=== block 1 ===
**Block 1: close-up of the layout**

Window x 19 to 39, y 19 to 39 um. Cells in grey, sequential cells in the stronger grey; small squares are vias.
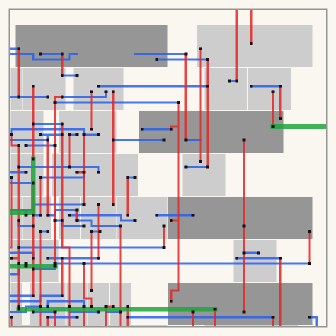

$ cat src/rtl/sms_reset_receiver_if.sv
// Console/backplane side of the machine-wide reset line: the raw RESET key in,
// the distributed reset pair, the release strobe and the key lamp out.
interface sms_reset_receiver_if;
    logic key_reset_n;
    logic reset_n_out;
    logic reset_p_out;
    logic reset_done;
    logic key_lamp;

    modport master (
        output key_reset_n,
        input  reset_n_out,
        input  reset_p_out,
        input  reset_done,
        input  key_lamp
    );

    modport slave (
        input  key_reset_n,
        output reset_n_out,
        output reset_p_out,
        output reset_done,
        output key_lamp
    );
endinterface

$ cat src/rtl/sms_reset_receiver.sv
// Receiving end of -RESET: asserts asynchronously, releases synchronously after a
// hold time, and turns a debounced console key press into a full reset.
module sms_reset_receiver #(
    parameter int SYNC_STAGES     = 2,
    parameter int DEBOUNCE_CYCLES = 16,
    parameter int HOLD_CYCLES     = 8
) (
    input logic                 clk,
    input logic                 rst_n,
    sms_reset_receiver_if.slave bus
);
    localparam int MAX_CNT = (DEBOUNCE_CYCLES > HOLD_CYCLES) ? DEBOUNCE_CYCLES : HOLD_CYCLES;
    localparam int CNT_W   = $clog2(MAX_CNT + 1);
    localparam logic [CNT_W-1:0] HOLD_LAST = CNT_W'(HOLD_CYCLES);
    localparam logic [CNT_W-1:0] DEB_LAST  = CNT_W'(DEBOUNCE_CYCLES);

    typedef enum logic [1:0] {HOLD, RUN, DEBOUNCE, KEY_HELD} state_t;

    state_t                 state;
    logic [CNT_W-1:0]       cnt;
    logic [CNT_W-1:0]       cnt_inc;
    logic                   reset_n_q;
    logic                   reset_done_q;
    logic                   key_lamp_q;
    logic [SYNC_STAGES-1:0] rst_chain;
    logic [SYNC_STAGES-1:0] key_chain;
    logic                   rst_sync;
    logic                   key_sync;

    assign cnt_inc  = cnt + CNT_W'(1);
    assign rst_sync = rst_chain[SYNC_STAGES-1];
    assign key_sync = key_chain[SYNC_STAGES-1];

    // Release synchronizer: assertion is immediate, release ripples through the chain.
    always_ff @(posedge clk or negedge rst_n) begin
        if (!rst_n) begin
            rst_chain <= '0;
        end else begin
            rst_chain <= {rst_chain[SYNC_STAGES-2:0], 1'b1};
        end
    end

    always_ff @(posedge clk or negedge rst_n) begin
        if (!rst_n) begin
            key_chain <= '1;
        end else begin
            key_chain <= {key_chain[SYNC_STAGES-2:0], bus.key_reset_n};
        end
    end

    always_ff @(posedge clk or negedge rst_n) begin
        if (!rst_n) begin
            state        <= HOLD;
            cnt          <= '0;
            reset_n_q    <= 1'b0;
            reset_done_q <= 1'b0;
            key_lamp_q   <= 1'b0;
        end else if (!rst_sync) begin
            state        <= HOLD;
            cnt          <= '0;
            reset_n_q    <= 1'b0;
            reset_done_q <= 1'b0;
            key_lamp_q   <= 1'b0;
        end else begin
            reset_done_q <= 1'b0;
            unique case (state)
                HOLD: begin
                    if (cnt_inc == HOLD_LAST) begin
                        state        <= RUN;
                        cnt          <= '0;
                        reset_n_q    <= 1'b1;
                        reset_done_q <= 1'b1;
                    end else begin
                        cnt <= cnt_inc;
                    end
                end
                RUN: begin
                    if (!key_sync) begin
                        if (DEBOUNCE_CYCLES == 1) begin
                            state      <= KEY_HELD;
                            cnt        <= '0;
                            reset_n_q  <= 1'b0;
                            key_lamp_q <= 1'b1;
                        end else begin
                            state <= DEBOUNCE;
                            cnt   <= CNT_W'(1);
                        end
                    end
                end
                DEBOUNCE: begin
                    if (key_sync) begin
                        state <= RUN;
                        cnt   <= '0;
                    end else if (cnt_inc == DEB_LAST) begin
                        state      <= KEY_HELD;
                        cnt        <= '0;
                        reset_n_q  <= 1'b0;
                        key_lamp_q <= 1'b1;
                    end else begin
                        cnt <= cnt_inc;
                    end
                end
                KEY_HELD: begin
                    // A low sample means the key bounced; the release count starts over.
                    if (!key_sync) begin
                        cnt <= '0;
                    end else if (cnt_inc == DEB_LAST) begin
                        state      <= HOLD;
                        cnt        <= '0;
                        key_lamp_q <= 1'b0;
                    end else begin
                        cnt <= cnt_inc;
                    end
                end
                default: begin
                    state      <= HOLD;
                    cnt        <= '0;
                    reset_n_q  <= 1'b0;
                    key_lamp_q <= 1'b0;
                end
            endcase
        end
    end

    assign bus.reset_n_out = reset_n_q;
    assign bus.reset_p_out = ~reset_n_q;
    assign bus.reset_done  = reset_done_q;
    assign bus.key_lamp    = key_lamp_q;
endmodule

$ cat src/flat_wrapper.sv
// flat-port wrapper written by rule: the top's interface ports become plain ports
module sms_reset_receiver_flat 
#(
    parameter int SYNC_STAGES     = 2,
    parameter int DEBOUNCE_CYCLES = 16,
    parameter int HOLD_CYCLES     = 8
)
  (clk, rst_n, bus_key_reset_n, bus_reset_n_out, bus_reset_p_out, bus_reset_done, bus_key_lamp);
  sms_reset_receiver_if bus_i ();
  input logic clk;
  input logic rst_n;
  input wire logic [$bits(bus_i.key_reset_n)-1:0] bus_key_reset_n;
  output wire logic [$bits(bus_i.reset_n_out)-1:0] bus_reset_n_out;
  output wire logic [$bits(bus_i.reset_p_out)-1:0] bus_reset_p_out;
  output wire logic [$bits(bus_i.reset_done)-1:0] bus_reset_done;
  output wire logic [$bits(bus_i.key_lamp)-1:0] bus_key_lamp;
  assign bus_i.key_reset_n = bus_key_reset_n;
  assign bus_reset_n_out = bus_i.reset_n_out;
  assign bus_reset_p_out = bus_i.reset_p_out;
  assign bus_reset_done = bus_i.reset_done;
  assign bus_key_lamp = bus_i.key_lamp;
  sms_reset_receiver #(.SYNC_STAGES(SYNC_STAGES), .DEBOUNCE_CYCLES(DEBOUNCE_CYCLES), .HOLD_CYCLES(HOLD_CYCLES)) u_core (.clk(clk), .rst_n(rst_n), .bus(bus_i));
endmodule
$ cat config.mk
export PLATFORM = sky130hd
export DESIGN_NAME = sms_reset_receiver_flat
export DESIGN_NICKNAME = d
export VERILOG_FILES = /design/src/rtl/sms_reset_receiver_if.sv /design/src/rtl/sms_reset_receiver.sv /design/src/flat_wrapper.sv
export SDC_FILE = /design/constraint.sdc
export NUM_CORES = 1
export LEC_CHECK = 0
export CORE_UTILIZATION = 54
export CTS_BUF_LIST = sky130_fd_sc_hd__clkbuf_4 sky130_fd_sc_hd__clkbuf_8 sky130_fd_sc_hd__clkbuf_16
export CTS_CLUSTER_DIAMETER = 120
export CTS_CLUSTER_SIZE = 14
export DETAILED_ROUTE_END_ITERATION = 10
export PLACE_DENSITY = 0.76
export SLEW_MARGIN = 20
export SYNTH_ARGS = -nofsm -noshare
export SYNTH_HDL_FRONTEND = slang
export SYNTH_SLANG_ARGS = --single-unit
$ cat constraint.sdc
create_clock -name clk -period 1.8 [get_ports clk]
set_clock_uncertainty 0.05 [all_clocks]
set_input_delay 0.18 -clock clk [delete_from_list [all_inputs] [get_ports clk]]
set_output_delay 0.18 -clock clk [all_outputs]
set_load 0.1 [all_outputs]
=== block 2 ===
--- src/rtl/fetch_prefetch_queue.sv ---
// Instruction-fetch front end: credit-limited sequential prefetch into an in-order
// queue, with branch-redirect flush that drops responses to in-flight stale requests.
module fetch_prefetch_queue #(
    parameter int                ADDR_W   = 32,
    parameter int                DATA_W   = 32,
    parameter int                DEPTH    = 4,
    parameter int                MAX_OUT  = 2,
    parameter logic [ADDR_W-1:0] RESET_PC = '0,
    parameter logic [ADDR_W-1:0] PC_STEP  = ADDR_W'(4)
) (
    input  logic                         clk,
    input  logic                         reset,
    output logic                         imem_req_valid,
    input  logic                         imem_req_ready,
    output logic [ADDR_W-1:0]            imem_req_addr,
    input  logic                         imem_resp_valid,
    input  logic [DATA_W-1:0]            imem_resp_data,
    input  logic                         redirect_valid,
    input  logic [ADDR_W-1:0]            redirect_pc,
    output logic                         out_valid,
    input  logic                         out_ready,
    output logic [DATA_W-1:0]            out_instr,
    output logic [ADDR_W-1:0]            out_pc_plus4,
    output logic [$clog2(DEPTH+1)-1:0]   occupancy,
    output logic                         err_resp
);

    localparam int OCC_W = $clog2(DEPTH + 1);
    localparam int PTR_W = $clog2(DEPTH);
    localparam int OUT_W = $clog2(MAX_OUT + 1);

    logic [DATA_W-1:0] instrMem [DEPTH];
    logic [ADDR_W-1:0] pcMem    [DEPTH];

    logic [PTR_W-1:0]  headPtr, tailPtr;
    logic [OCC_W-1:0]  count;
    logic [OUT_W-1:0]  outstanding, stale, outstandingNext;
    logic [ADDR_W-1:0] fetchPc, respPc;
    logic              errResp;

    logic              reqFire, respLive, respSpurious, pushEn, popEn;
    logic [31:0]       creditUsed;

    // Stale requests already own no queue slot, so they are excluded from the credit.
    always_comb begin
        creditUsed      = 32'(count) + 32'(outstanding) - 32'(stale);
        imem_req_valid  = !reset && !redirect_valid
                          && (32'(outstanding) < 32'(MAX_OUT))
                          && (creditUsed < 32'(DEPTH));
        reqFire         = imem_req_valid && imem_req_ready;
        respLive        = imem_resp_valid && (outstanding != '0);
        respSpurious    = imem_resp_valid && (outstanding == '0);
        pushEn          = respLive && (stale == '0) && !redirect_valid;
        out_valid       = (count != '0) && !redirect_valid;
        popEn           = out_valid && out_ready;
        outstandingNext = outstanding + OUT_W'(reqFire) - OUT_W'(respLive);
    end

    always_ff @(posedge clk or posedge reset) begin
        if (reset) begin
            fetchPc     <= RESET_PC;
            respPc      <= RESET_PC;
            headPtr     <= '0;
            tailPtr     <= '0;
            count       <= '0;
            outstanding <= '0;
            stale       <= '0;
            errResp     <= 1'b0;
        end else begin
            outstanding <= outstandingNext;
            if (respSpurious)
                errResp <= 1'b1;
            if (redirect_valid) begin
                fetchPc <= redirect_pc;
                respPc  <= redirect_pc;
                headPtr <= '0;
                tailPtr <= '0;
                count   <= '0;
                stale   <= outstandingNext;
            end else begin
                if (reqFire)
                    fetchPc <= fetchPc + PC_STEP;
                if (respLive && (stale != '0))
                    stale <= stale - OUT_W'(1);
                if (pushEn) begin
                    respPc  <= respPc + PC_STEP;
                    tailPtr <= tailPtr + PTR_W'(1);
                end
                if (popEn)
                    headPtr <= headPtr + PTR_W'(1);
                count <= count + OCC_W'(pushEn) - OCC_W'(popEn);
            end
        end
    end

    always_ff @(posedge clk) begin
        if (pushEn) begin
            instrMem[tailPtr] <= imem_resp_data;
            pcMem[tailPtr]    <= respPc + PC_STEP;
        end
    end

    always_comb begin
        imem_req_addr = fetchPc;
        occupancy     = count;
        err_resp      = errResp;
        out_instr     = (count != '0) ? instrMem[headPtr] : '0;
        out_pc_plus4  = (count != '0) ? pcMem[headPtr]    : '0;
    end

endmodule
--- config.mk ---
export PLATFORM = sky130hd
export DESIGN_NAME = fetch_prefetch_queue
export DESIGN_NICKNAME = d
export VERILOG_FILES = /design/src/rtl/fetch_prefetch_queue.sv
export SDC_FILE = /design/constraint.sdc
export NUM_CORES = 1
export LEC_CHECK = 0
export ABC_AREA = 1
export CORE_AREA = 3 3 159 316
export CTS_CLUSTER_DIAMETER = 100
export DETAILED_ROUTE_END_ITERATION = 10
export DIE_AREA = 0 0 162 319
export SYNTH_ARGS = -nofsm -noshare
export SYNTH_HDL_FRONTEND = slang
export SYNTH_SLANG_ARGS = --single-unit
export TNS_END_PERCENT = 1
--- constraint.sdc ---
create_clock -name clk -period 10.7 [get_ports clk]
set_input_delay 1.07 -clock clk [delete_from_list [all_inputs] [get_ports clk]]
set_output_delay 1.07 -clock clk [all_outputs]
set_load 0.01 [all_outputs]

==> notes/layouts.md <==
Pictures saved along the way, in no particular order.

Local utilization.
picture 1
16 x 32 tiles, from white (low) to dark blue (high), 0 to 100% covered.
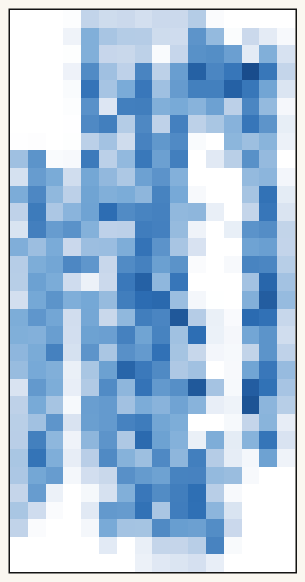
picture 2
8 x 8 tiles, from white (low) to dark blue (high), 0 to 100% covered.
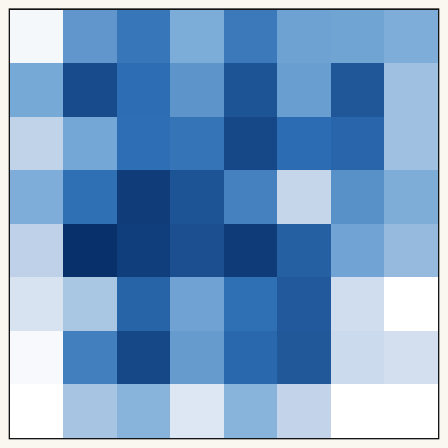
Of these, highest utilization: picture 2
For block 2, see picture 1.
For block 1, see picture 2.

**Block 2: placed standard cells**

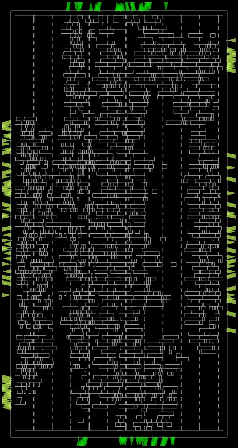
flop share of the area: 51.17%
post-layout util: 38.89%
CORE AREA: 0.04821 mm^2
flop count: 332

==> flow_summary.yaml, block 2 <==
# synthesis and place-and-route metrics
run_status:
  run_status: "finished, final reports clean"
grt:
  use_met3_pct: 1.768
  antenna_found_initial: 2
  grt_pass1_vias: 11640
detailed_routing:
  met2_length_um: 23570
  wl_per_cell_um: 17.91
  dr.pass1.iters: 4
  wl_met3_um: 1515
placement:
  placed_cell_area_mm2: 0.01764
  io_buffers: 171
floorplanning:
  chipHeight_um: 319
  die_w_um: 162
  die_area_mm2: 0.05168
flow_run:
  maxCapViolCount: 0
critical_path:
  crit_path_end: "out_pc_plus4[7]"
  reg2regPathDepth: 15
  r2r_start: "occupancy[1]$_DFF_PP0_"
  required_ps: 9630
  cp-startpoint: "headPtr[1]$_DFFE_PP0P_"
synth:
  ys.flops: 332
  synthAdderAreaFrac_pct: 1.487
  netlist_area_mm2: 0.01531
  yosys.area_share.aoi_pct: 8.589
  netlist_instances: 1575
  area_leaders: "edfxtp_1 (50%), dfrtp_1 (12%), nor2_1 (8.1%), nand2_1 (6.8%), o21ai_0 (5.0%)"
cells_and_area:
  non_clock_buffer_count: 183
  diodes: 1
  drive_gt1_share_pct: 7.208
  inv_count: 124
  largestClassByArea: "flip-flops and latches"
clock_tree:
  cts.clk_slew.worst_paths_ps: 60
  insertion_delay_ps: 570
  clock_sink_count: 332
  cts.path.max_buffers: 3
  cts_setup_buffers: 0
sta:
  report.final.slew_viol_count: 0
  hold_violations: 0
  rsz0062_at_grt: "no"
  setup_tns_ps: 0
power:
  power_leakage_uw: 0.007061
## block 2: where the power goes
part / internal [uW] / total [uW] / switching [uW] / leakage [uW]
sequential: 1530 / 1630 / 98.0 / 0.00323
combinational: 547 / 1400 / 857 / 0.00329
clock: 695 / 1190 / 492 / 0.000547
total: 2770 / 4220 / 1450 / 0.00706
## block 2: metrics by stage
| step | setup slack, ps | power (uW) | cells | util [%] |
|---|---|---|---|---|
| after global placement | 6153 | 3064 | 2329 | 36.59 |
| after global routing | 5683 | 4465 | 2386 | 38.89 |
| final | 5930 | 4220 | 2387 | 38.89 |
| after floorplan | 5934 | 2424 | 1575 | - |
| after CTS | 5753 | 4291 | 2386 | 38.89 |
| after detailed placement | 6103 | 3092 | 2329 | 36.59 |
## block 2: state kept, by name, indices dropped and copies added (netlist names)
name and flops:
respPc 32, tailPtr 2, err_resp 1, outstanding 2, pcMem 128, instrMem 128, stale 2, occupancy 3
headPtr 2, imem_req_addr 32
## block 2: critical path: stages (launching register included)
cell and delay [ps]:
dfrtp_2 340, buf_4 670, inv_2 460, buf_4 430, nor2_1 180, o21ai_0 110, a21oi_1 290, clkdlybuf4s50_1 600
**Block 1: sizing map**

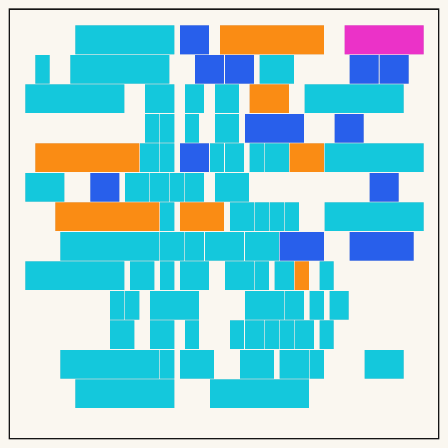
| size | colour | cells | share |
|---|---|---|---|
| x1 and smaller | cyan | 70 | 78% |
| x3 and x4 | blue | 12 | 13% |
| x6 and larger | magenta | 1 | 1.1% |
| x2 | orange | 7 | 7.8% |
Final WS setup: 103.2 ps
Design Area, Final: 868.3 um^2
area growth from synthesis to layout: 14.52%
Non-clk bufs: 7

**Block 1: where the registers sit**

Scale bar: 10 um. Other sequential cells in the stronger grey, the rest of the logic in the fainter grey.
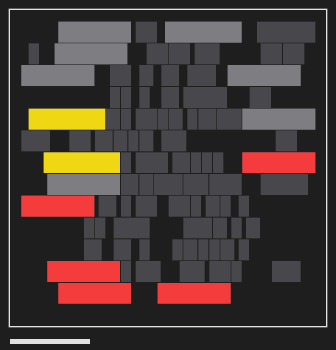
| netlist name | colour | flops |
|---|---|---|
| u_core.cnt | red | 5 |
| u_core.key_chain | yellow | 2 |
not coloured: 7
post-layout util: 66.73%
FF/Latch Area: 354.1 um^2

Notes on 'close-up of the layout' of block 1 above:
| layer | colour |
|---|---|
| M1 | blue |
| M3 | green |
| M2 | red |
most frequent: nand2_1 (3), buf_4 (3), dfrtp_1 (3)
sequential cells in the window: 4
cells with their middle in the window: 25

==> flow_summary.yaml, block 1 <==
# synthesis and place-and-route metrics
run_status:
  run_status: "finished, final reports clean"
synth:
  area_leaders: "dfrtp_1 (40%), dfstp_2 (6.9%), nand2_1 (6.9%), nor2_1 (3.5%), nand3_1 (3.3%)"
  synth_top_area_share_pct: 39.60
  ys_sh_mux_pct: 1.980
  yosysTopAreaCell: "dfrtp_1"
  edf_count: 0
  yosysSeqAreaShare_pct: 46.53
  logic_family: "simple AND/OR/NAND/NOR gates"
  yosys-stat-area_um2: 758.2
  syn_avg_cell_area_um2: 9.247
placement:
  dp_hpwl_um: 1009
  placed_cell_area_um2: 838.3
  place_ws_ps: 105.5
sta:
  setup_tns_ps: 0
  report.final.slew_viol_count: 0
  hold_violations: 0
cells_and_area:
  regMostFlops: "u_core.cnt"
  buf_share_pct: 8.069
  comb.multi_input.count: 60
  comb_area_share_pct: 42.94
  inv_count: 5
  nets: 95
critical_path:
  crit_path_end: "u_core.state[0]$_DFFE_PN0P_"
  reg2regPathDepth: 5
  critical_path_class: "flop to flop"
  required_ps: 1960
  ff2ff_setup_slack_ps: 100
grt:
  grt_max_degree: 14
floorplanning:
  rows: 13
  ios: 7
  core_area_mm2: 0.001301
  chipHeight_um: 39.47
  taps: 15
flow_run:
  log.warning_count: 26
clock_tree:
  cts.path.max_buffers: 2
  cts.clk_slew.worst_paths_ps: 80
  insertion_delay_ps: 270
  clock_sink_count: 14
min_path:
  min_path_type: "input port to async pin"
power:
  p_clk_share_pct: 34.0
  power_combinational_uw: 35.2
  top_power_group: "sequential cells"
  vdd_drop_max_mv: 0.4505
detailed_routing:
  dr.pass1.iters: 4
[block 1: layout by cell type, fill, tap and decap left out, types with 3 or more instances in the layout]
| cell type | n |
|---|---|
| nor2_1 | 7 |
| dfrtp_1 | 11 |
| a21oi_1 | 3 |
| nand2_1 | 14 |
| nand3_1 | 5 |
| clkbuf_4 | 4 |
| inv_1 | 3 |
| buf_4 | 4 |
[block 1: per-layer routing]
| metal | vias to the layer above | GRT usage, % |
|---|---|---|
| met3 | 2 | 5.114 |
| met4 | 0 | 5.172 |
| met2 | 23 | 33.20 |
| li1 | 304 | - |
| met1 | 283 | 30.58 |
| met5 | - | 0 |
[block 1: cells by family after synthesis]
group                    count (synthesis)
AND-OR/OR-AND                           19
XOR/XNOR                                 1
adder cells (fa/ha/maj)                  1
buffers and inverters                    8
flip-flops                              14
multiplexers                             1
other                                    1
AND/OR/NAND/NOR                         37
[block 1: worst max-delay path, cell delays in order, from the launching register on]
cell     delay, ps
dfrtp_1        450
inv_2           70
or3_4          400
a21oi_4        220
mux2_4         330
o21ai_2        120

Power and IR drop assume default switching activity.
